######## block 1 ########
File: src/rtl/kernel_dispatch.sv
// Block dispatcher: splits each core's latched thread count into fixed-size blocks and
// issues them through a reset/start/done handshake. Optional KERNEL_DISPATCH_PERF_EN adds kernel_cycles.
module kernel_dispatch #(
  parameter int NUM_CORES         = 2,
  parameter int THREADS_PER_BLOCK = 4
) (
  input  logic                                             clk,
  input  logic                                             reset,
  input  logic                                             start,
  input  logic [NUM_CORES-1:0][7:0]                        thread_count,
  input  logic [NUM_CORES-1:0]                             core_done,
  output logic [NUM_CORES-1:0]                             core_reset,
  output logic [NUM_CORES-1:0]                             core_start,
  output logic [NUM_CORES-1:0][7:0]                        core_block_id,
  output logic [NUM_CORES-1:0][$clog2(THREADS_PER_BLOCK):0] core_thread_count,
`ifdef KERNEL_DISPATCH_PERF_EN
  output logic [31:0]                                      kernel_cycles,
`endif
  output logic                                             done
);

  localparam int LOG2 = $clog2(THREADS_PER_BLOCK);
  localparam int CW   = LOG2 + 1;
  localparam logic [CW-1:0] TPB_W  = CW'(THREADS_PER_BLOCK);
  localparam logic [15:0]   TPB_16 = 16'(THREADS_PER_BLOCK);
  localparam logic [8:0]    TPB_M1 = 9'(THREADS_PER_BLOCK - 1);

  typedef enum logic [1:0] {G_IDLE, G_RUN, G_DONE} global_state_t;
  typedef enum logic [1:0] {C_WAIT, C_LAUNCH, C_BUSY, C_FINISHED} core_state_t;

  global_state_t gstate, gnext;
  logic launch;
  logic run;
  logic [NUM_CORES-1:0] finished;

  always_ff @(posedge clk) begin
    if (reset) gstate <= G_IDLE;
    else       gstate <= gnext;
  end

  always_comb begin
    gnext  = gstate;
    launch = 1'b0;
    case (gstate)
      G_IDLE: if (start) begin
        gnext  = G_RUN;
        launch = 1'b1;
      end
      G_RUN:   if (&finished) gnext = G_DONE;
      G_DONE:  if (!start) gnext = G_IDLE;
      default: gnext = G_IDLE;
    endcase
  end

  assign run  = (gstate == G_RUN);
  assign done = !reset && (gstate == G_DONE);

`ifdef KERNEL_DISPATCH_PERF_EN
  logic [31:0] cycle_q;

  always_ff @(posedge clk) begin
    if (reset)       cycle_q <= '0;
    else if (launch) cycle_q <= '0;
    else if (run)    cycle_q <= cycle_q + 32'd1;
  end

  assign kernel_cycles = reset ? 32'd0 : cycle_q;
`endif

  for (genvar i = 0; i < NUM_CORES; i++) begin : g_core
    core_state_t state, next;
    logic [8:0]    blk, blk_next, blocks;
    logic [7:0]    tc_q, id_q, id_next;
    logic [15:0]   rem;
    logic [CW-1:0] thr;
    logic          issue, active;

    always_ff @(posedge clk) begin
      if (reset) begin
        state <= C_WAIT;
        blk   <= '0;
        tc_q  <= '0;
        id_q  <= '0;
      end else begin
        state <= next;
        blk   <= blk_next;
        id_q  <= id_next;
        if (launch) tc_q <= thread_count[i];
      end
    end

    // blk only moves when leaving BUSY, so id/count derived from it stay stable for the whole block
    always_comb begin
      blocks   = ({1'b0, tc_q} + TPB_M1) >> LOG2;
      rem      = {8'd0, tc_q} - ({7'd0, blk} << LOG2);
      thr      = (rem >= TPB_16) ? TPB_W : rem[CW-1:0];
      issue    = run && (state == C_WAIT) && (blk != blocks);
      active   = issue || (run && ((state == C_LAUNCH) || (state == C_BUSY)));
      next     = state;
      blk_next = blk;
      id_next  = id_q;
      if (launch) begin
        next     = C_WAIT;
        blk_next = '0;
      end else if (run) begin
        case (state)
          C_WAIT: begin
            if (blk == blocks) begin
              next = C_FINISHED;
            end else begin
              next    = C_LAUNCH;
              id_next = blk[7:0];
            end
          end
          C_LAUNCH: next = C_BUSY;
          C_BUSY: if (core_done[i]) begin
            next     = C_WAIT;
            blk_next = blk + 9'd1;
          end
          default: next = C_FINISHED;
        endcase
      end
    end

    assign finished[i]          = (state == C_FINISHED);
    assign core_reset[i]        = !reset && issue;
    assign core_start[i]        = !reset && run && ((state == C_LAUNCH) || (state == C_BUSY));
    assign core_block_id[i]     = reset ? 8'd0 : (active ? blk[7:0] : id_q);
    assign core_thread_count[i] = (!reset && active) ? thr : '0;
  end

endmodule

File: config.mk
export PLATFORM = sky130hd
export DESIGN_NAME = kernel_dispatch
export DESIGN_NICKNAME = d
export VERILOG_FILES = /design/src/rtl/kernel_dispatch.sv
export SDC_FILE = /design/constraint.sdc
export NUM_CORES = 1
export LEC_CHECK = 0
export CAP_MARGIN = 20
export CORE_MARGIN = 10
export CORE_UTILIZATION = 50
export CTS_CLUSTER_SIZE = 12
export DETAILED_ROUTE_END_ITERATION = 8
export GPL_ROUTABILITY_DRIVEN = 0
export PLACE_DENSITY = 0.79
export SYNTH_ARGS = -nofsm -noshare
export SYNTH_HDL_FRONTEND = slang
export SYNTH_SLANG_ARGS = --single-unit
File: constraint.sdc
create_clock -name clk -period 2.8 [get_ports clk]
set_clock_uncertainty 0.1 [all_clocks]
set_input_delay 0.56 -clock clk [delete_from_list [all_inputs] [get_ports clk]]
set_output_delay 0.56 -clock clk [all_outputs]
set_load 0.02 [all_outputs]
######## block 2 ########
### src/rtl/game_pkg.sv
// Shared definitions for the game datapath: step encodings, square index width
// and the debounce FSM state type.
package game_pkg;

    localparam int SQ_W = 3;

    localparam logic [2:0] STEP_IDLE  = 3'd0;
    localparam logic [2:0] STEP_PICK1 = 3'd1;
    localparam logic [2:0] STEP_CHECK = 3'd2;

    typedef enum logic [1:0] {
        DB_IDLE,
        DB_ARM,
        DB_HELD,
        DB_DISARM
    } db_state_t;

endpackage

### src/rtl/debouncer.sv
// Two-flop synchronizer plus a four-state debounce FSM with a saturating counter.
// 'rise' flags the accept decision combinationally; 'level' is the registered clean level.
module debouncer
    import game_pkg::*;
#(
    parameter int DEBOUNCE_CYCLES = 500000,
    parameter int CNT_W           = 20
) (
    input  logic clk,
    input  logic rst_n,
    input  logic in,
    input  logic hold_off,
    output logic level,
    output logic rise
);

    // The IDLE->ARM detection cycle counts as the first stable cycle, so the
    // accept fires when the counter reaches DEBOUNCE_CYCLES-2 inside ARM.
    localparam logic [CNT_W-1:0] LAST    = CNT_W'((DEBOUNCE_CYCLES >= 2) ? DEBOUNCE_CYCLES - 2 : 0);
    localparam logic [CNT_W-1:0] CNT_MAX = '1;

    logic             sync1, sync2;
    db_state_t        state, state_nx;
    logic [CNT_W-1:0] cnt, cnt_nx;
    logic             supp, supp_nx;
    logic             level_nx;

    always_comb begin
        state_nx = state;
        cnt_nx   = cnt;
        supp_nx  = supp;
        rise     = 1'b0;
        case (state)
            DB_IDLE: begin
                supp_nx = 1'b0;
                if (sync2) begin
                    state_nx = DB_ARM;
                    cnt_nx   = '0;
                end
            end
            DB_ARM: begin
                if (!sync2) begin
                    state_nx = DB_IDLE;
                end else if (cnt >= LAST) begin
                    state_nx = DB_HELD;
                    rise     = 1'b1;
                    supp_nx  = hold_off;
                end else if (cnt != CNT_MAX) begin
                    cnt_nx = cnt + CNT_W'(1);
                end
            end
            DB_HELD: begin
                if (!sync2) begin
                    state_nx = DB_DISARM;
                    cnt_nx   = '0;
                end
            end
            DB_DISARM: begin
                if (sync2) begin
                    state_nx = DB_HELD;
                end else if (cnt >= LAST) begin
                    state_nx = DB_IDLE;
                    supp_nx  = 1'b0;
                end else if (cnt != CNT_MAX) begin
                    cnt_nx = cnt + CNT_W'(1);
                end
            end
            default: state_nx = DB_IDLE;
        endcase
        level_nx = ((state_nx == DB_HELD) || (state_nx == DB_DISARM)) && !supp_nx;
    end

    always_ff @(posedge clk or negedge rst_n) begin
        if (!rst_n) begin
            sync1 <= 1'b0;
            sync2 <= 1'b0;
            state <= DB_IDLE;
            cnt   <= '0;
            supp  <= 1'b0;
            level <= 1'b0;
        end else begin
            sync1 <= in;
            sync2 <= sync1;
            state <= state_nx;
            cnt   <= cnt_nx;
            supp  <= supp_nx;
            level <= level_nx;
        end
    end

endmodule

### src/rtl/button_select.sv
// Button conditioning and square-select capture for the step counter.
// Optional duplicate-pick rejection is enabled with `define BTN_SELECT_DUP_REJECT_EN.
module button_select
    import game_pkg::*;
#(
    parameter int DEBOUNCE_CYCLES = 500000,
    parameter int CNT_W           = 20
) (
    input  logic            clk,
    input  logic            rst_n,
    input  logic            btn_raw,
    input  logic [1:0]      sw,
    input  logic [2:0]      step,
    output logic            btn_clean,
    output logic            press_pulse,
    output logic [SQ_W-1:0] variety,
    output logic [SQ_W-1:0] match,
    output logic            reject
);

    logic [2:0]      step_s1, step_s;
    logic            accept;
    logic            dup;
    logic [SQ_W-1:0] pick;

    assign pick = {1'b0, sw};

    debouncer #(
        .DEBOUNCE_CYCLES(DEBOUNCE_CYCLES),
        .CNT_W          (CNT_W)
    ) u_debouncer (
        .clk     (clk),
        .rst_n   (rst_n),
        .in      (btn_raw),
        .hold_off(dup),
        .level   (btn_clean),
        .rise    (accept)
    );

`ifdef BTN_SELECT_DUP_REJECT_EN
    // A second pick equal to the first would make the check step trivially pass.
    assign dup = (step_s == STEP_PICK1) && (pick == variety);

    always_ff @(posedge clk or negedge rst_n) begin
        if (!rst_n) begin
            reject <= 1'b0;
        end else begin
            reject <= accept && dup;
        end
    end
`else
    assign dup    = 1'b0;
    assign reject = 1'b0;
`endif

    always_ff @(posedge clk or negedge rst_n) begin
        if (!rst_n) begin
            step_s1     <= STEP_IDLE;
            step_s      <= STEP_IDLE;
            press_pulse <= 1'b0;
            variety     <= '0;
            match       <= '0;
        end else begin
            step_s1     <= step;
            step_s      <= step_s1;
            press_pulse <= accept && !dup;
            if (accept && !dup) begin
                if (step_s == STEP_IDLE) begin
                    variety <= pick;
                end else if (step_s == STEP_PICK1) begin
                    match <= pick;
                end
            end
        end
    end

endmodule
### config.mk
export PLATFORM = sky130hd
export DESIGN_NAME = button_select
export DESIGN_NICKNAME = d
export VERILOG_FILES = /design/src/rtl/game_pkg.sv /design/src/rtl/debouncer.sv /design/src/rtl/button_select.sv
export SDC_FILE = /design/constraint.sdc
export NUM_CORES = 1
export LEC_CHECK = 0
export ABC_AREA = 1
export CAP_MARGIN = 30
export CORE_MARGIN = 2
export CORE_UTILIZATION = 40
export CTS_CLUSTER_DIAMETER = 100
export DETAILED_ROUTE_END_ITERATION = 6
export GPL_ROUTABILITY_DRIVEN = 0
export PLACE_DENSITY = 0.7
export SYNTH_ARGS = -nofsm -noshare
export SYNTH_HDL_FRONTEND = slang
export SYNTH_SLANG_ARGS = --single-unit
export TNS_END_PERCENT = 50
### constraint.sdc
create_clock -name clk -period 1.6 [get_ports clk]
set_input_delay 0.24 -clock clk [delete_from_list [all_inputs] [get_ports clk]]
set_output_delay 0.24 -clock clk [all_outputs]
set_load 0.05 [all_outputs]
block_2/wires.png
Scale: 4 px per um. Only two layers are drawn.
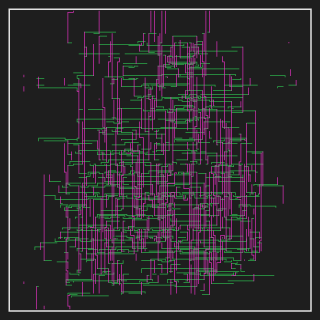
Key: green = metal 1 [wire length 2130 um]; magenta = metal 2 [wire length 2340 um]

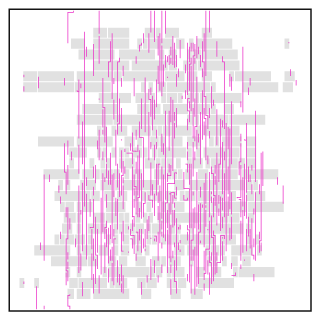
block_2/layer_met2.png
Scale: 4 px per um. Cells faint in the background.
251 nets have wire on it. The wires run mostly vertical. The layer carries 2340 um of wire.

==> results.sh, block 2 <==
# implementation run metrics
export IMPL_syn_area_um2=2020
export IMPL_place_ws_ps=-1.26
export IMPL_row_count=25
export IMPL_ys_sh_simple_pct=36.6
export IMPL_inverters=20
export IMPL_violations="setup timing"
export IMPL_hold_depth=0
export IMPL_cp_arrival_ps=1800
export IMPL_fin_ws_ps=-18.5
export IMPL_comb_power_share_pct=10.4
export IMPL_synthCells=266
export IMPL_setup_viol=5
export IMPL_clkTransAtPathRegs_ps=80
export IMPL_r2r_slack_ps=-20
export IMPL_outcome="complete, but fails checks"
export IMPL_yosys_mux_area_fraction_pct=0
export IMPL_cts_resized=2
==> block 2: routing by layer <==
layer	global-route usage, %	vias to the layer above	part of all wire, %
met3	3.21	8	4.7
li1	-	919	-
met4	6.55	0	2.1
met2	28.5	50	49
met1	23.9	839	44
met5	0	-	0
==> block 2: registers in the layout, summed over array words and instances (netlist names) <==
register           count
u_debouncer.supp       1
match                  2
u_debouncer.sync2      1
u_debouncer.cnt       20
variety                2
u_debouncer.sync1      1
press_pulse            1
step_s1                3
u_debouncer.state      2
u_debouncer.level      1
step_s                 3
==> block 2: power by group through the flow <==
stage | Sequential, mW | Combinational, mW | Clock, mW
2_1_floorplan | 0.988 | 0.0871 | 0
3_3_place_gp | 0.989 | 0.160 | 0
3_5_place_dp | 0.989 | 0.161 | 0
4_1_cts | 0.971 | 0.165 | 0.832
5_1_grt | 0.976 | 0.231 | 0.867
6_report | 0.975 | 0.208 | 0.813
==> block 2: worst max-delay path, stage by stage, from the launching register on <==
cell	delay [ps]
dfrtp_1	430
inv_2	70
ha_4	160
inv_2	50
nand2_2	40
nand3b_1	70
nand2_1	60
nand3_2	90
nand2_4	60
nand2_4	80
nand2_8	100
clkbuf_16	200
nand2_2	50
o21ai_1	50
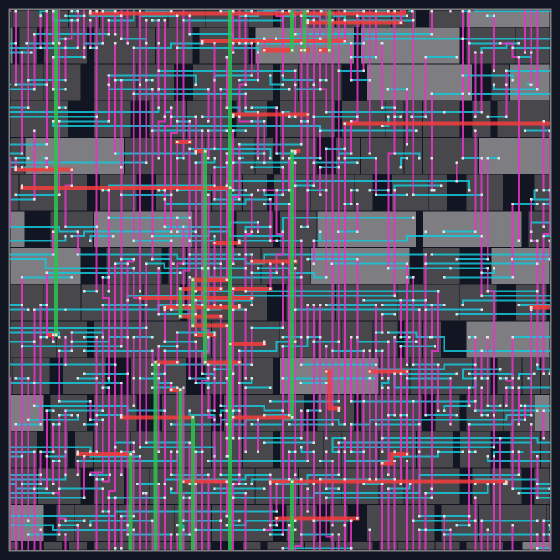
block_1/detail.png
Region (32, 32) to (72, 72) um. Cells in gray, sequential cells in the stronger gray; small squares are vias.
Key: magenta = metal 2; red = metal 3; cyan = metal 1; green = metal 4
Most frequent: buf_4 (27), nor2_1 (14). Sequential cells in the window: 13. Netlist names of flops here include g_core.blk (4), g_core.state (4), g_core.tc_q (3). 152 logic cells have their middle in the window.

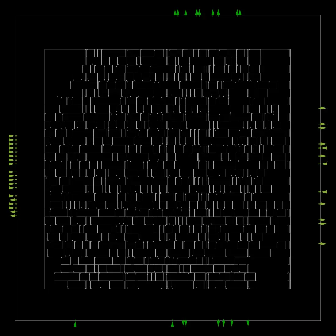
block_1/placement.png
Cell Rows: 30
core area: 6830 um2
well tap count: 96

==> results.sh, block 1 <==
# implementation run metrics
export IMPL_outcome="complete, but fails checks"
export IMPL_violations="setup timing"
export IMPL_cts_buffer_depth=2
export IMPL_finalCriticalPeriod_ps=3290
export IMPL_yosysSeqAreaShare_pct=31.7
export IMPL_worstSetupEndpoint="core_block_id[0]"
export IMPL_fmax_mhz=304
export IMPL_rsz0062_at_grt="yes"
export IMPL_slowest_delay_ps=400
export IMPL_critPathMaxFanout=5
export IMPL_post_route_period_util_pct=118
export IMPL_comb_power_share_pct=34.1
export IMPL_mostFrequentLayoutCell="buf_4"
export IMPL_fin_ws_ps=-491
export IMPL_grt_pass1_vias=3471
export IMPL_synthCells=411
export IMPL_cts_tree="yes"
export IMPL_p_total_mw=2.01
export IMPL_io_pins=48
export IMPL_drv_slew=0
export IMPL_lay_top_cells="buf_4, nor2_1, dfxtp_1"
export IMPL_design_die_area_um2=10800
export IMPL_synth_edff_count=0
export IMPL_setup_viol=24
export IMPL_drtPass1Iterations=5
export IMPL_dpl_cell_area_um2=4800
export IMPL_placed_cells=620
export IMPL_cts_sink_count=56
export IMPL_r2r_start="g_core[0].tc_q[4]"
export IMPL_hold_depth=2
==> block 1: cell type report <==
cell class	instances	area share, %
clock buffers	5	1.30
repair buffers	156	24.3
clock inverters	3	0.519
multi-input cells	310	47.9
flip-flops and latches	56	21.7
well taps	96	2.27
inverters	28	2.03
==> block 1: critical path: cells and delay by family, from the launching register on <==
family,cells,cell delay [ps]
AND-OR/OR-AND,3,690
buffers and inverters,3,490
AND/OR/NAND/NOR,3,570
multiplexers,1,190
flip-flops,1,380
==> block 1: cell families after synthesis <==
family / Yosys count / synth area share [%]
fa+ha+maj: 23 / 8.56
xor+xnor: 33 / 8.17
flops: 56 / 31.7
buf+inv: 46 / 5.55
compound gates: 67 / 13.8
mux: 36 / 10.3
simple gates: 150 / 22.0
==> block 1: what timing repair did <==
item,CTS,global route
pin swaps,22,24
endpoints found under the setup margin,24,26
gates resized,144,39
buffers inserted,15,10
cloned,1,0
==> block 1: per-layer routing <==
| layer | wire length [um] | global-route usage [%] |
|---|---|---|
| met4 | 291 | 4.37 |
| met3 | 573 | 2.97 |
| met2 | 5500 | 29.9 |
| met1 | 4880 | 23.3 |
| met5 | 0 | 0 |

######## block 3 ########
$ cat config.mk
export PLATFORM = sky130hd
export DESIGN_NAME = regblock_ctrl
export DESIGN_NICKNAME = d
export VERILOG_FILES = /design/src/rtl/regblock_ctrl_pkg.sv /design/src/rtl/regblock_ctrl_wait_timer.sv /design/src/rtl/regblock_ctrl.sv
export SDC_FILE = /design/constraint.sdc
export NUM_CORES = 1
export LEC_CHECK = 0
export ABC_CLOCK_PERIOD_IN_PS = 5300
export CORE_UTILIZATION = 25
export DETAILED_ROUTE_END_ITERATION = 16
export GPL_ROUTABILITY_DRIVEN = 1
export PLACE_DENSITY = 0.57
export SYNTH_ARGS = -nofsm -noshare
export SYNTH_HDL_FRONTEND = slang
export SYNTH_HIERARCHICAL = 1
export SYNTH_SLANG_ARGS = --single-unit
$ cat constraint.sdc
create_clock -name clk -period 5.3 [get_ports clk]
set_clock_uncertainty 0.2 [all_clocks]
set_input_delay 0.53 -clock clk [delete_from_list [all_inputs] [get_ports clk]]
set_output_delay 0.53 -clock clk [all_outputs]
set_load 0.02 [all_outputs]
$ cat src/rtl/regblock_ctrl_pkg.sv
// Shared definitions for the register-block instruction sequencer.
// Holds the controller state encoding, the opcode class constants, the
// special system opcodes and the bit positions of every instruction field.
// No ports: imported by regblock_ctrl and its wait timer.
package regblock_ctrl_pkg;

   typedef enum logic [2:0] {
      S_IDLE,
      S_DECODE,
      S_EXEC,
      S_MEM,
      S_WB,
      S_HALTED,
      S_ERROR
   } state_t;

   localparam logic [1:0] CLS_RALU = 2'b00;
   localparam logic [1:0] CLS_IALU = 2'b01;
   localparam logic [1:0] CLS_MEM  = 2'b10;
   localparam logic [1:0] CLS_SYS  = 2'b11;

   localparam logic [4:0] OP_NOP  = 5'b11000;
   localparam logic [4:0] OP_HALT = 5'b11111;

   localparam int OPC_MSB = 31;
   localparam int OPC_LSB = 27;
   localparam int RD_MSB  = 26;
   localparam int RD_LSB  = 21;
   localparam int RS_MSB  = 20;
   localparam int RS_LSB  = 15;
   localparam int RT_MSB  = 14;
   localparam int RT_LSB  = 9;
   localparam int IMM_MSB = 14;
   localparam int IMM_LSB = 0;

   // Within the 5-bit opcode, bit 0 distinguishes STORE from LOAD.
   localparam int OPC_STORE_BIT = 0;

   // The two top opcode bits select the instruction class.
   function automatic logic [1:0] opcode_class(input logic [4:0] opcode);
      return opcode[4:3];
   endfunction

endpackage

$ cat src/rtl/regblock_ctrl_wait_timer.sv
// Wait-cycle timer used while the sequencer waits on the ALU or memory.
// Ports:
//   clk, rst  - clock and asynchronous active-high reset
//   clear     - zero the count (asserted on every state change)
//   en        - a waiting cycle is in progress
//   expired   - this waiting cycle is the one that brings the count to TIMEOUT
module ctrl_wait_timer
   import regblock_ctrl_pkg::*;
#(
   parameter int TIMEOUT = 64
)
(
   input  logic clk,
   input  logic rst,
   input  logic clear,
   input  logic en,
   output logic expired
);

   localparam int CW = $clog2(TIMEOUT + 1);

   logic [CW-1:0] count_q;

   // Count waiting cycles since the last state entry; saturate at TIMEOUT
   // so a long stall can never wrap back to a small value.
   always_ff @(posedge clk or posedge rst) begin
      if (rst) begin
         count_q <= '0;
      end else if (clear) begin
         count_q <= '0;
      end else if (en && (count_q != CW'(TIMEOUT))) begin
         count_q <= count_q + 1'b1;
      end
   end

   // Flag the cycle whose increment reaches TIMEOUT so the controller can
   // leave on that edge; a completion seen in the same cycle takes priority
   // in the controller.
   assign expired = en && (count_q == CW'(TIMEOUT - 1));

endmodule

$ cat src/rtl/regblock_ctrl.sv
// Instruction sequencer for the RegBlock/ALU/memory datapath.
// Accepts one instruction over instr_valid/instr_ready, decodes it onto the
// register block controls (rs, rt, rd, imm_in, mux_sel, alu_op), runs the
// ALU, optionally a memory access, and performs the single register write.
// Ports:
//   clk, rst                       - clock, asynchronous active-high reset
//   instr_valid/instr/instr_ready  - instruction handshake
//   rs/rt/rd/wd/we/mux_sel/imm_in  - register block controls
//   alu_start/alu_op/alu_done/alu_result - ALU handshake
//   mem_req/mem_we/mem_ready/mem_rdata   - memory handshake
//   busy/halted/error              - status
module regblock_ctrl
   import regblock_ctrl_pkg::*;
#(
   parameter int RWIDTH  = 6,
   parameter int DWIDTH  = 32,
   parameter int IMM_IN  = 15,
   parameter int TIMEOUT = 64
)
(
   input  logic              clk,
   input  logic              rst,
   input  logic              instr_valid,
   input  logic [31:0]       instr,
   output logic              instr_ready,
   output logic [RWIDTH-1:0] rs,
   output logic [RWIDTH-1:0] rt,
   output logic [RWIDTH-1:0] rd,
   output logic [DWIDTH-1:0] wd,
   output logic              we,
   output logic              mux_sel,
   output logic [IMM_IN-1:0] imm_in,
   output logic              alu_start,
   output logic [2:0]        alu_op,
   input  logic              alu_done,
   input  logic [DWIDTH-1:0] alu_result,
   output logic              mem_req,
   output logic              mem_we,
   input  logic              mem_ready,
   input  logic [DWIDTH-1:0] mem_rdata,
   output logic              busy,
   output logic              halted,
   output logic              error
);

   state_t            state_q;
   state_t            state_d;
   logic [31:0]       instr_q;
   logic [DWIDTH-1:0] wd_q;
   logic              alu_start_q;
   logic [4:0]        opcode;
   logic [1:0]        op_class;
   logic              is_store;
   logic              timer_clear;
   logic              timer_en;
   logic              timer_expired;

   assign opcode   = instr_q[OPC_MSB:OPC_LSB];
   assign op_class = opcode_class(opcode);
   assign is_store = opcode[OPC_STORE_BIT];

   // State register; reset drops any in-flight instruction back to IDLE.
   always_ff @(posedge clk or posedge rst) begin
      if (rst) begin
         state_q <= S_IDLE;
      end else begin
         state_q <= state_d;
      end
   end

   // Sequencing. alu_done is ignored while alu_start is still high so the
   // ALU always gets at least one cycle, and a completion beats the timeout
   // when both land in the same cycle.
   always_comb begin
      state_d = state_q;
      unique case (state_q)
         S_IDLE: begin
            if (instr_valid) begin
               state_d = S_DECODE;
            end
         end
         S_DECODE: begin
            if (op_class == CLS_SYS) begin
               if (opcode == OP_NOP) begin
                  state_d = S_IDLE;
               end else if (opcode == OP_HALT) begin
                  state_d = S_HALTED;
               end else begin
                  state_d = S_ERROR;
               end
            end else begin
               state_d = S_EXEC;
            end
         end
         S_EXEC: begin
            if (!alu_start_q && alu_done) begin
               state_d = (op_class == CLS_MEM) ? S_MEM : S_WB;
            end else if (timer_expired) begin
               state_d = S_ERROR;
            end
         end
         S_MEM: begin
            if (mem_ready) begin
               state_d = is_store ? S_IDLE : S_WB;
            end else if (timer_expired) begin
               state_d = S_ERROR;
            end
         end
         S_WB: begin
            state_d = S_IDLE;
         end
         S_HALTED: begin
            state_d = S_HALTED;
         end
         S_ERROR: begin
            state_d = S_ERROR;
         end
         default: begin
            state_d = S_IDLE;
         end
      endcase
   end

   // Datapath registers: the captured instruction (which drives all decode
   // outputs until the next accept), the write-back value, and the one-cycle
   // ALU start pulse issued on the edge into EXEC. wd only changes on the
   // edge into WB so it stays put whenever we is low.
   always_ff @(posedge clk or posedge rst) begin
      if (rst) begin
         instr_q     <= '0;
         wd_q        <= '0;
         alu_start_q <= 1'b0;
      end else begin
         alu_start_q <= (state_q == S_DECODE) && (state_d == S_EXEC);
         if ((state_q == S_IDLE) && instr_valid) begin
            instr_q <= instr;
         end
         if ((state_q == S_EXEC) && (state_d == S_WB)) begin
            wd_q <= alu_result;
         end
         if ((state_q == S_MEM) && (state_d == S_WB)) begin
            wd_q <= mem_rdata;
         end
      end
   end

   // The timer restarts on every state change and only counts while the
   // controller is waiting on the ALU or memory.
   assign timer_clear = (state_d != state_q);
   assign timer_en    = (state_q == S_EXEC) || (state_q == S_MEM);

   ctrl_wait_timer #(
      .TIMEOUT (TIMEOUT)
   ) u_wait_timer (
      .clk     (clk),
      .rst     (rst),
      .clear   (timer_clear),
      .en      (timer_en),
      .expired (timer_expired)
   );

   // Decode outputs. A STORE reads its data register through port B, so rt
   // is taken from the rd field in that case.
   assign rs      = RWIDTH'(instr_q[RS_MSB:RS_LSB]);
   assign rd      = RWIDTH'(instr_q[RD_MSB:RD_LSB]);
   assign rt      = ((op_class == CLS_MEM) && is_store) ? RWIDTH'(instr_q[RD_MSB:RD_LSB])
                                                        : RWIDTH'(instr_q[RT_MSB:RT_LSB]);
   assign imm_in  = IMM_IN'(instr_q[IMM_MSB:IMM_LSB]);
   assign alu_op  = opcode[2:0];
   assign mux_sel = (op_class == CLS_IALU) || (op_class == CLS_MEM);

   // Handshake and status outputs follow the state directly, so an
   // asynchronous reset is visible on them without a clock edge.
   assign instr_ready = (state_q == S_IDLE);
   assign busy        = (state_q != S_IDLE);
   assign halted      = (state_q == S_HALTED);
   assign error       = (state_q == S_ERROR);
   assign we          = (state_q == S_WB);
   assign wd          = wd_q;
   assign alu_start   = alu_start_q;
   assign mem_req     = (state_q == S_MEM);
   assign mem_we      = (state_q == S_MEM) && is_store;

endmodule

######## block 4 ########
[src/rtl/refill_pkg.sv]
// Shared types for the cache refill sequencer.
// State encoding, way-id geometry and the free-way priority encoder.
package refill_pkg;

    localparam int WAY_ID_W = 4;
    localparam int SET_W    = 2;
    localparam int WAY_W    = 2;

    typedef enum logic [2:0] {
        IDLE,
        ALLOC,
        VICTIM,
        MEM_REQ,
        MEM_WAIT,
        FILL
    } state_e;

    typedef struct packed {
        logic             found;
        logic [WAY_W-1:0] way;
    } free_t;

    // Lowest-index way whose valid bit is clear.
    function automatic free_t first_free(input logic [3:0] valid4);
        free_t r;
        r = '0;
        for (int i = 3; i >= 0; i--) begin
            if (!valid4[i]) begin
                r.found = 1'b1;
                r.way   = WAY_W'(i);
            end
        end
        return r;
    endfunction

endpackage

[src/rtl/refill_ctrl_if.sv]
// Refill controller bus bundle: miss port, LRU port, memory port, array port.
// master = refill controller, slave = surrounding cache / memory.
interface refill_ctrl_if #(
    parameter int ADDR_W = 32,
    parameter int LINE_W = 128
);
    logic              miss_valid;
    logic              miss_ready;
    logic [ADDR_W-1:0] miss_addr;
    logic              flush;

    logic              repl_wr_en;
    logic              repl_full;
    logic [3:0]        repl_way_id;
    logic [15:0]       repl_valid;
    logic [4:0]        repl_way1;

    logic              mem_req_valid;
    logic              mem_req_ready;
    logic [ADDR_W-1:0] mem_req_addr;
    logic              mem_rsp_valid;
    logic [LINE_W-1:0] mem_rsp_data;

    logic              arr_we;
    logic [3:0]        arr_way_id;
    logic [LINE_W-1:0] arr_data;

    logic              refill_done;
    logic              refill_err;

    modport master (
        input  miss_valid, miss_addr, flush,
        output miss_ready,
        output repl_wr_en, repl_full, repl_way_id, repl_valid,
        input  repl_way1,
        output mem_req_valid, mem_req_addr,
        input  mem_req_ready, mem_rsp_valid, mem_rsp_data,
        output arr_we, arr_way_id, arr_data,
        output refill_done, refill_err
    );

    modport slave (
        output miss_valid, miss_addr, flush,
        input  miss_ready,
        input  repl_wr_en, repl_full, repl_way_id, repl_valid,
        output repl_way1,
        input  mem_req_valid, mem_req_addr,
        output mem_req_ready, mem_rsp_valid, mem_rsp_data,
        input  arr_we, arr_way_id, arr_data,
        input  refill_done, refill_err
    );

endinterface

[src/rtl/refill_ctrl.sv]
// Cache-miss refill sequencer for the 4-set x 4-way cache.
// Allocates a way (free or LRU victim), fetches one line, writes the array.
module refill_ctrl
    import refill_pkg::*;
#(
    parameter int NUM_SETS = 4,
    parameter int NUM_WAYS = 4,
    parameter int ADDR_W   = 32,
    parameter int LINE_W   = 128,
    parameter int TIMEOUT  = 255
) (
    input  logic          clk,
    input  logic          reset_n,
    refill_ctrl_if.master bus
);

    localparam int NV = NUM_SETS * NUM_WAYS;

    state_e              state_q;
    state_e              state_d;
    logic [ADDR_W-5:0]   addr_q;
    logic [WAY_ID_W-1:0] tgt_q;
    logic [NV-1:0]       valid_q;
    logic [7:0]          timer_q;
    logic                flush_q;
    logic [LINE_W-1:0]   data_q;

    logic [SET_W-1:0]    set_w;
    free_t               free;
    logic [WAY_ID_W-1:0] vic_id;
    logic                vic_bad;
    logic                accept;
    logic                tmo;
    logic                unused_lo;

    assign set_w   = addr_q[SET_W-1:0];
    assign free    = first_free(valid_q[{set_w, 2'b00} +: NUM_WAYS]);
    assign vic_id  = bus.repl_way1[4:1];
    assign vic_bad = vic_id[3:2] != set_w;
    assign accept  = bus.miss_valid && bus.miss_ready;
    assign tmo     = timer_q == 8'(TIMEOUT);

    assign unused_lo = ^{bus.miss_addr[3:0], bus.repl_way1[0]};

    always_ff @(posedge clk or negedge reset_n) begin
        if (!reset_n) begin
            state_q <= IDLE;
        end else begin
            state_q <= state_d;
        end
    end

    always_comb begin
        state_d = state_q;
        unique case (state_q)
            IDLE: begin
                if (accept) state_d = ALLOC;
            end
            ALLOC: begin
                state_d = free.found ? MEM_REQ : VICTIM;
            end
            VICTIM: begin
                state_d = vic_bad ? IDLE : MEM_REQ;
            end
            MEM_REQ: begin
                if (bus.mem_req_ready) state_d = MEM_WAIT;
            end
            MEM_WAIT: begin
                if (bus.mem_rsp_valid) state_d = FILL;
                else if (tmo)          state_d = IDLE;
            end
            FILL: begin
                state_d = IDLE;
            end
            default: state_d = IDLE;
        endcase
    end

    always_comb begin
        bus.miss_ready    = 1'b0;
        bus.repl_wr_en    = 1'b0;
        bus.repl_full     = 1'b0;
        bus.repl_way_id   = '0;
        bus.mem_req_valid = 1'b0;
        bus.arr_we        = 1'b0;
        bus.arr_way_id    = '0;
        bus.refill_done   = 1'b0;
        bus.refill_err    = 1'b0;
        unique case (state_q)
            IDLE: begin
                bus.miss_ready = !flush_q;
            end
            ALLOC: begin
                if (!free.found) begin
                    bus.repl_full   = 1'b1;
                    bus.repl_way_id = {set_w, 2'b00};
                end
            end
            VICTIM: begin
                bus.refill_err = vic_bad;
            end
            MEM_REQ: begin
                bus.mem_req_valid = 1'b1;
            end
            MEM_WAIT: begin
                bus.refill_err = !bus.mem_rsp_valid && tmo;
            end
            FILL: begin
                bus.arr_we      = 1'b1;
                bus.arr_way_id  = tgt_q;
                bus.repl_wr_en  = 1'b1;
                bus.repl_way_id = tgt_q;
                bus.refill_done = 1'b1;
            end
            default: ;
        endcase
    end

    assign bus.repl_valid   = valid_q;
    assign bus.mem_req_addr = {addr_q, 4'b0000};
    assign bus.arr_data     = data_q;

    always_ff @(posedge clk or negedge reset_n) begin
        if (!reset_n) begin
            addr_q  <= '0;
            tgt_q   <= '0;
            valid_q <= '0;
            timer_q <= '0;
            flush_q <= 1'b0;
            data_q  <= '0;
        end else begin
            // A flush arriving mid-refill waits until the line is in.
            if (state_q != IDLE && bus.flush) flush_q <= 1'b1;
            unique case (state_q)
                IDLE: begin
                    if (accept) addr_q <= bus.miss_addr[ADDR_W-1:4];
                    if (flush_q || bus.flush) begin
                        valid_q <= '0;
                        flush_q <= 1'b0;
                    end
                end
                ALLOC: begin
                    if (free.found) tgt_q <= {set_w, free.way};
                end
                VICTIM: begin
                    if (!vic_bad) begin
                        tgt_q           <= vic_id;
                        valid_q[vic_id] <= 1'b0;
                    end
                end
                MEM_REQ: begin
                    if (bus.mem_req_ready) timer_q <= '0;
                end
                MEM_WAIT: begin
                    timer_q <= timer_q + 8'd1;
                    if (bus.mem_rsp_valid) data_q <= bus.mem_rsp_data;
                end
                FILL: begin
                    valid_q[tgt_q] <= 1'b1;
                end
                default: ;
            endcase
        end
    end

endmodule

[src/flat_wrapper.sv]
// flat-port wrapper written by rule: the top's interface ports become plain ports
module refill_ctrl_flat import refill_pkg::*;
#(
    parameter int NUM_SETS = 4,
    parameter int NUM_WAYS = 4,
    parameter int ADDR_W   = 32,
    parameter int LINE_W   = 128,
    parameter int TIMEOUT  = 255
)
  (clk, reset_n, bus_miss_valid, bus_miss_addr, bus_flush, bus_miss_ready, bus_repl_wr_en, bus_repl_full, bus_repl_way_id, bus_repl_valid, bus_repl_way1, bus_mem_req_valid, bus_mem_req_addr, bus_mem_req_ready, bus_mem_rsp_valid, bus_mem_rsp_data, bus_arr_we, bus_arr_way_id, bus_arr_data, bus_refill_done, bus_refill_err);
  refill_ctrl_if #(.ADDR_W(ADDR_W), .LINE_W(LINE_W)) bus_i ();
  input  logic clk;
  input  logic reset_n;
  input wire logic [$bits(bus_i.miss_valid)-1:0] bus_miss_valid;
  input wire logic [$bits(bus_i.miss_addr)-1:0] bus_miss_addr;
  input wire logic [$bits(bus_i.flush)-1:0] bus_flush;
  output wire logic [$bits(bus_i.miss_ready)-1:0] bus_miss_ready;
  output wire logic [$bits(bus_i.repl_wr_en)-1:0] bus_repl_wr_en;
  output wire logic [$bits(bus_i.repl_full)-1:0] bus_repl_full;
  output wire logic [$bits(bus_i.repl_way_id)-1:0] bus_repl_way_id;
  output wire logic [$bits(bus_i.repl_valid)-1:0] bus_repl_valid;
  input wire logic [$bits(bus_i.repl_way1)-1:0] bus_repl_way1;
  output wire logic [$bits(bus_i.mem_req_valid)-1:0] bus_mem_req_valid;
  output wire logic [$bits(bus_i.mem_req_addr)-1:0] bus_mem_req_addr;
  input wire logic [$bits(bus_i.mem_req_ready)-1:0] bus_mem_req_ready;
  input wire logic [$bits(bus_i.mem_rsp_valid)-1:0] bus_mem_rsp_valid;
  input wire logic [$bits(bus_i.mem_rsp_data)-1:0] bus_mem_rsp_data;
  output wire logic [$bits(bus_i.arr_we)-1:0] bus_arr_we;
  output wire logic [$bits(bus_i.arr_way_id)-1:0] bus_arr_way_id;
  output wire logic [$bits(bus_i.arr_data)-1:0] bus_arr_data;
  output wire logic [$bits(bus_i.refill_done)-1:0] bus_refill_done;
  output wire logic [$bits(bus_i.refill_err)-1:0] bus_refill_err;
  assign bus_i.miss_valid = bus_miss_valid;
  assign bus_i.miss_addr = bus_miss_addr;
  assign bus_i.flush = bus_flush;
  assign bus_miss_ready = bus_i.miss_ready;
  assign bus_repl_wr_en = bus_i.repl_wr_en;
  assign bus_repl_full = bus_i.repl_full;
  assign bus_repl_way_id = bus_i.repl_way_id;
  assign bus_repl_valid = bus_i.repl_valid;
  assign bus_i.repl_way1 = bus_repl_way1;
  assign bus_mem_req_valid = bus_i.mem_req_valid;
  assign bus_mem_req_addr = bus_i.mem_req_addr;
  assign bus_i.mem_req_ready = bus_mem_req_ready;
  assign bus_i.mem_rsp_valid = bus_mem_rsp_valid;
  assign bus_i.mem_rsp_data = bus_mem_rsp_data;
  assign bus_arr_we = bus_i.arr_we;
  assign bus_arr_way_id = bus_i.arr_way_id;
  assign bus_arr_data = bus_i.arr_data;
  assign bus_refill_done = bus_i.refill_done;
  assign bus_refill_err = bus_i.refill_err;
  refill_ctrl #(.NUM_SETS(NUM_SETS), .NUM_WAYS(NUM_WAYS), .ADDR_W(ADDR_W), .LINE_W(LINE_W), .TIMEOUT(TIMEOUT)) u_core (.clk(clk), .reset_n(reset_n), .bus(bus_i));
endmodule
[config.mk]
export PLATFORM = sky130hd
export DESIGN_NAME = refill_ctrl_flat
export DESIGN_NICKNAME = d
export VERILOG_FILES = /design/src/rtl/refill_pkg.sv /design/src/rtl/refill_ctrl_if.sv /design/src/rtl/refill_ctrl.sv /design/src/flat_wrapper.sv
export SDC_FILE = /design/constraint.sdc
export NUM_CORES = 1
export LEC_CHECK = 0
export ABC_CLOCK_PERIOD_IN_PS = 2900
export CAP_MARGIN = 10
export CORE_AREA = 4 4 137 139
export CTS_CLUSTER_SIZE = 28
export DETAILED_ROUTE_END_ITERATION = 12
export DIE_AREA = 0 0 141 143
export DONT_BUFFER_PORTS = 1
export PLACE_DENSITY = 0.62
export SLEW_MARGIN = 20
export SYNTH_ARGS = -nofsm -noshare
export SYNTH_HDL_FRONTEND = slang
export SYNTH_SLANG_ARGS = --single-unit
[constraint.sdc]
create_clock -name clk -period 2.9 [get_ports clk]
set_input_delay 0.87 -clock clk [delete_from_list [all_inputs] [get_ports clk]]
set_output_delay 0.87 -clock clk [all_outputs]
set_load 0.03 [all_outputs]

## Gallery

Wiring by layer.
image #1
Scale: 2 px per um. Only two layers are drawn.
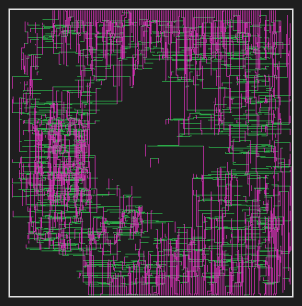
image #2
Scale: 3 px per um. Only two layers are drawn.
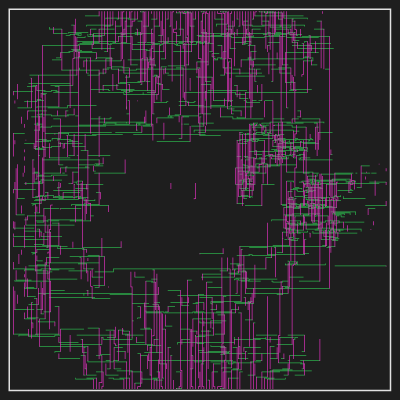
Of these, most wire: image #1
Of these, largest die: image #1
- block 3 = image #2
- block 4 = image #1

block_4/layer_met2.png
Scale: 2 px per um. Cells faint in the background.
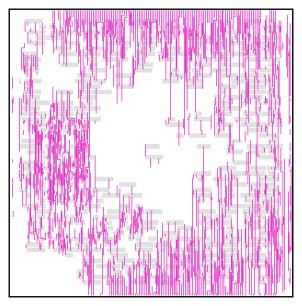
The layer carries 10400 um of wire. The layer holds 52% of the routed length. 691 nets have wire on it. The longest straight run is 65.5 um.

==> results.sh, block 4 <==
# implementation run metrics
export IMPL_r2r_slack_ps=880
export IMPL_ys_flop_type="dfrtp_1"
export IMPL_cts_resized=16
export IMPL_cp_cell_sequence="mux4_2 > nand4_4 > nor2_2 > a21o_2"
export IMPL_final_area_um2=8800
export IMPL_hpwlAfterDp_mm=15.0
export IMPL_ant_nets=0
export IMPL_fin_cells=810
export IMPL_drtPass1Iterations=4
export IMPL_numCtsBuffers=17
export IMPL_hold_path_class="primary input to async pin"
export IMPL_cp_arrival_ps=1980
export IMPL_grt_pass1_vias=4735
export IMPL_finalCriticalPeriod_ps=2850
export IMPL_critPathRequiredTime_ps=2030
export IMPL_placed_cells=772
export IMPL_power_density_nw_per_um2=1240
export IMPL_met3_usage_pct=9.08
export IMPL_endpoint_kind="output pin"
export IMPL_cts_hold_buf=0
export IMPL_ys_sh_aoi_pct=5.77
export IMPL_worstSetupStartpoint="u_core.bus.repl_valid[5]"
export IMPL_cts_root_buf="clkbuf_16"
export IMPL_slowest_stage="mux4_2"
export IMPL_cp_num_buf_inv=0
export IMPL_synthAdderAreaFrac_pct=0.159
export IMPL_seq_power_mw=6.39
export IMPL_slew_headroom_pct=56.5
export IMPL_outcome="finished, final reports clean"
export IMPL_comb_power_share_pct=20.5
export IMPL_hold_viol=0
export IMPL_synthCells=554
export IMPL_synth_edff_count=0
export IMPL_dr_wl_met2_mm=10.4
export IMPL_critPathLaunchType="flip-flop"
export IMPL_critPathMaxFanout=3
==> block 4: layout by cell type, fill, tap and decap left out, types with 3 or more instances in the layout <==
master / count
nand2b_1: 7
nor3_1: 4
nand2_1: 9
inv_1: 7
nor2_1: 12
a31oi_1: 3
dfrtp_2: 18
conb_1: 4
clkinv_4: 4
and2_1: 3
a21oi_1: 4
mux4_2: 4
nand3b_1: 3
o21ai_0: 26
clkbuf_16: 17
buf_4: 25
mux2_2: 157
o2bb2ai_1: 6
nand3_1: 22
a22o_1: 8
dfrtp_1: 170
clkinvlp_4: 3
==> block 4: worst max path at each step <==
stage and endpoint:
2_1_floorplan bus_repl_way_id[3], 3_3_place_gp bus_repl_way_id[3], 3_5_place_dp bus_repl_way_id[3], 4_1_cts bus_repl_way_id[3], 5_1_grt bus_repl_way_id[2], 6_report bus_repl_way_id[3]
==> block 4: cells by family (layout without fill, tap and decap cells) <==
group / after synthesis / count (layout)
AND/OR/NAND/NOR: 89 / 89
buffers and inverters: 44 / 67
flip-flops: 188 / 188
AND-OR/OR-AND: 66 / 66
XOR/XNOR: 3 / 3
multiplexers: 162 / 162
adder cells (fa/ha/maj): 1 / 1
other: 1 / 5
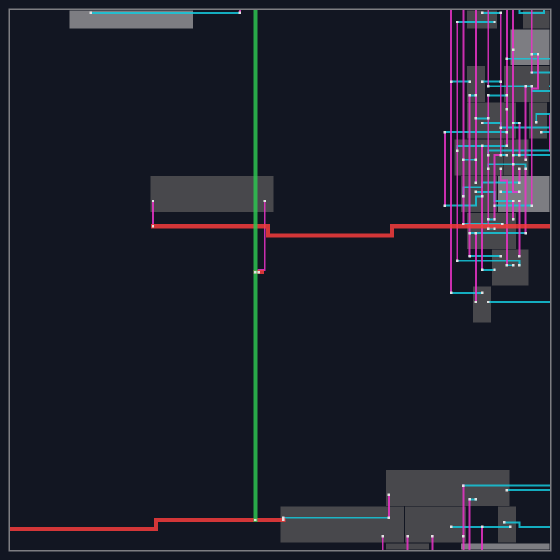
block_3/detail.png
Region (43, 43) to (83, 83) um. Cells in gray, sequential cells in the stronger gray; small squares are vias.
Key: cyan = metal 1; red = metal 3; green = metal 4; magenta = metal 2
Most frequent: clkbuf_16 (3), inv_1 (2), ha_1 (2). Netlist names of flops here include wd (1). 18 logic cells have their middle in the window. Sequential cells in the window: 1.

==> results.sh, block 3 <==
# implementation run metrics
export IMPL_tightest_slew_ps=1150
export IMPL_ys_flop_type="dfrtp_1"
export IMPL_io_pins=178
export IMPL_ys_sh_aoi_pct=8.80
export IMPL_cts_root_buf="clkbuf_16"
export IMPL_ys_sh_simple_pct=8.70
export IMPL_top_area_cell="dfrtp_1"
export IMPL_internal_power_mw=1.15
export IMPL_fin_tns_setup_ps=0
export IMPL_cp_num_buf_inv=1
export IMPL_outcome="finished, final reports clean"
export IMPL_post_route_period_util_pct=77.6
export IMPL_critPathLaunchType="flip-flop"
export IMPL_antennaDiodeCount=0
export IMPL_drv_slew=0
block 3: kinds of logic after synthesis:
logic type	Yosys count
xor gates and xnor gates	2
adders and majority gates	4
buffers and inverters	90
DFF	75
muxes	73
and+or+nand+nor	50
AOI/OAI and AO/OA	50
block 3: cells in the final DEF, fill, tap and decap left out, types with 3 or more instances in the layout:
cell type / n
clkdlybuf4s50_1: 177
dfrtp_1: 75
mux2_2: 43
inv_1: 41
o22ai_1: 29
mux2i_1: 28
nand2_1: 13
clkbuf_16: 9
o21ai_0: 6
nor2b_1: 4
or3_1: 4
nor3b_1: 4
ha_1: 4
buf_4: 4
and2_1: 3
bufinv_16: 3
a21oi_1: 3
nor2_1: 3
block 3: sequential cells by signal, indices dropped and copies added, names as in the netlist:
| name | flops |
|---|---|
| u_wait_timer/count_q | 7 |
| instr_q | 32 |
| wd | 32 |
| state_q | 3 |
| alu_start | 1 |
block 3: final timing paths:
path / start / to / slack (ps)
max: state_q[1] / u_wait_timer/count_q[0] / 1190
min: rst / u_wait_timer/count_q[2] / 280
max reg2reg: state_q[1] / u_wait_timer/count_q[0] / 1190
min reg2reg: wd[1] / wd[1] / 300
max in group asynchronous: rst / wd[6] / 3520
min in group clk: wd[1] / wd[1] / 300


## Gallery

Pin map.
Plate I
Scale: 3 px per um. Pins as bars across the die edge, other pins in gray.
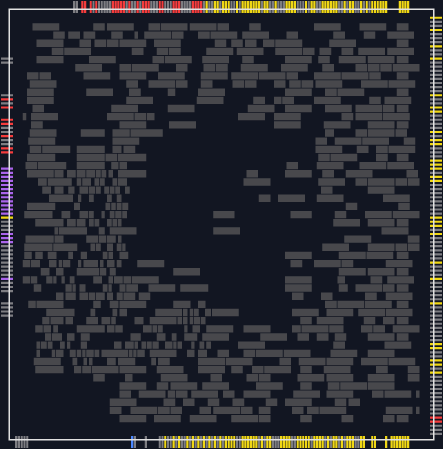
Plate II
Scale: 4 px per um. Pins as bars across the die edge, other pins in gray.
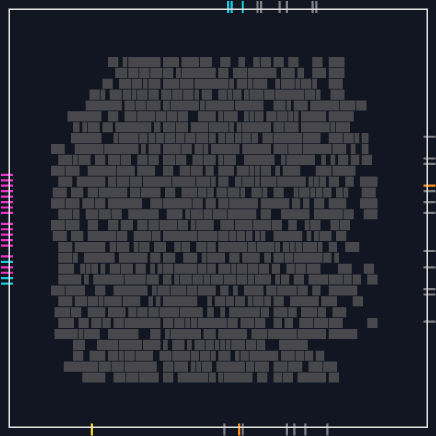
Plate III
Scale: 4 px per um. Pins as bars across the die edge, other pins in gray.
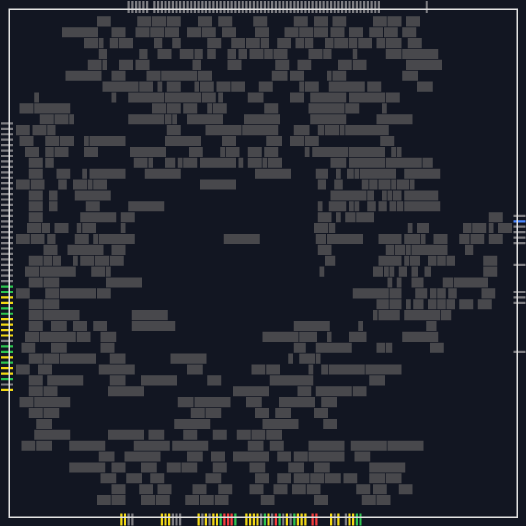
Plate IV
Scale: 6 px per um. Pins as bars across the die edge, other pins in gray.
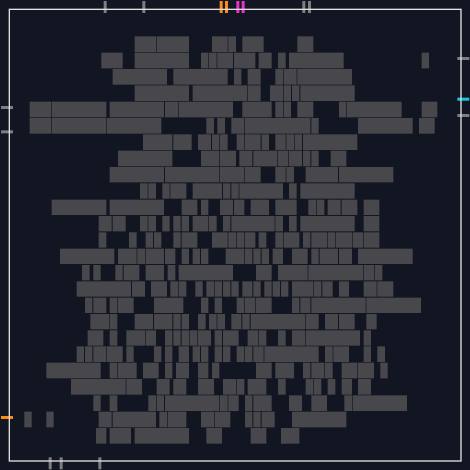
Plate I is block 4.
Plate II is block 1.
Plate III is block 3.
Plate IV is block 2.

Power is estimated from default activity; no workload was simulated.
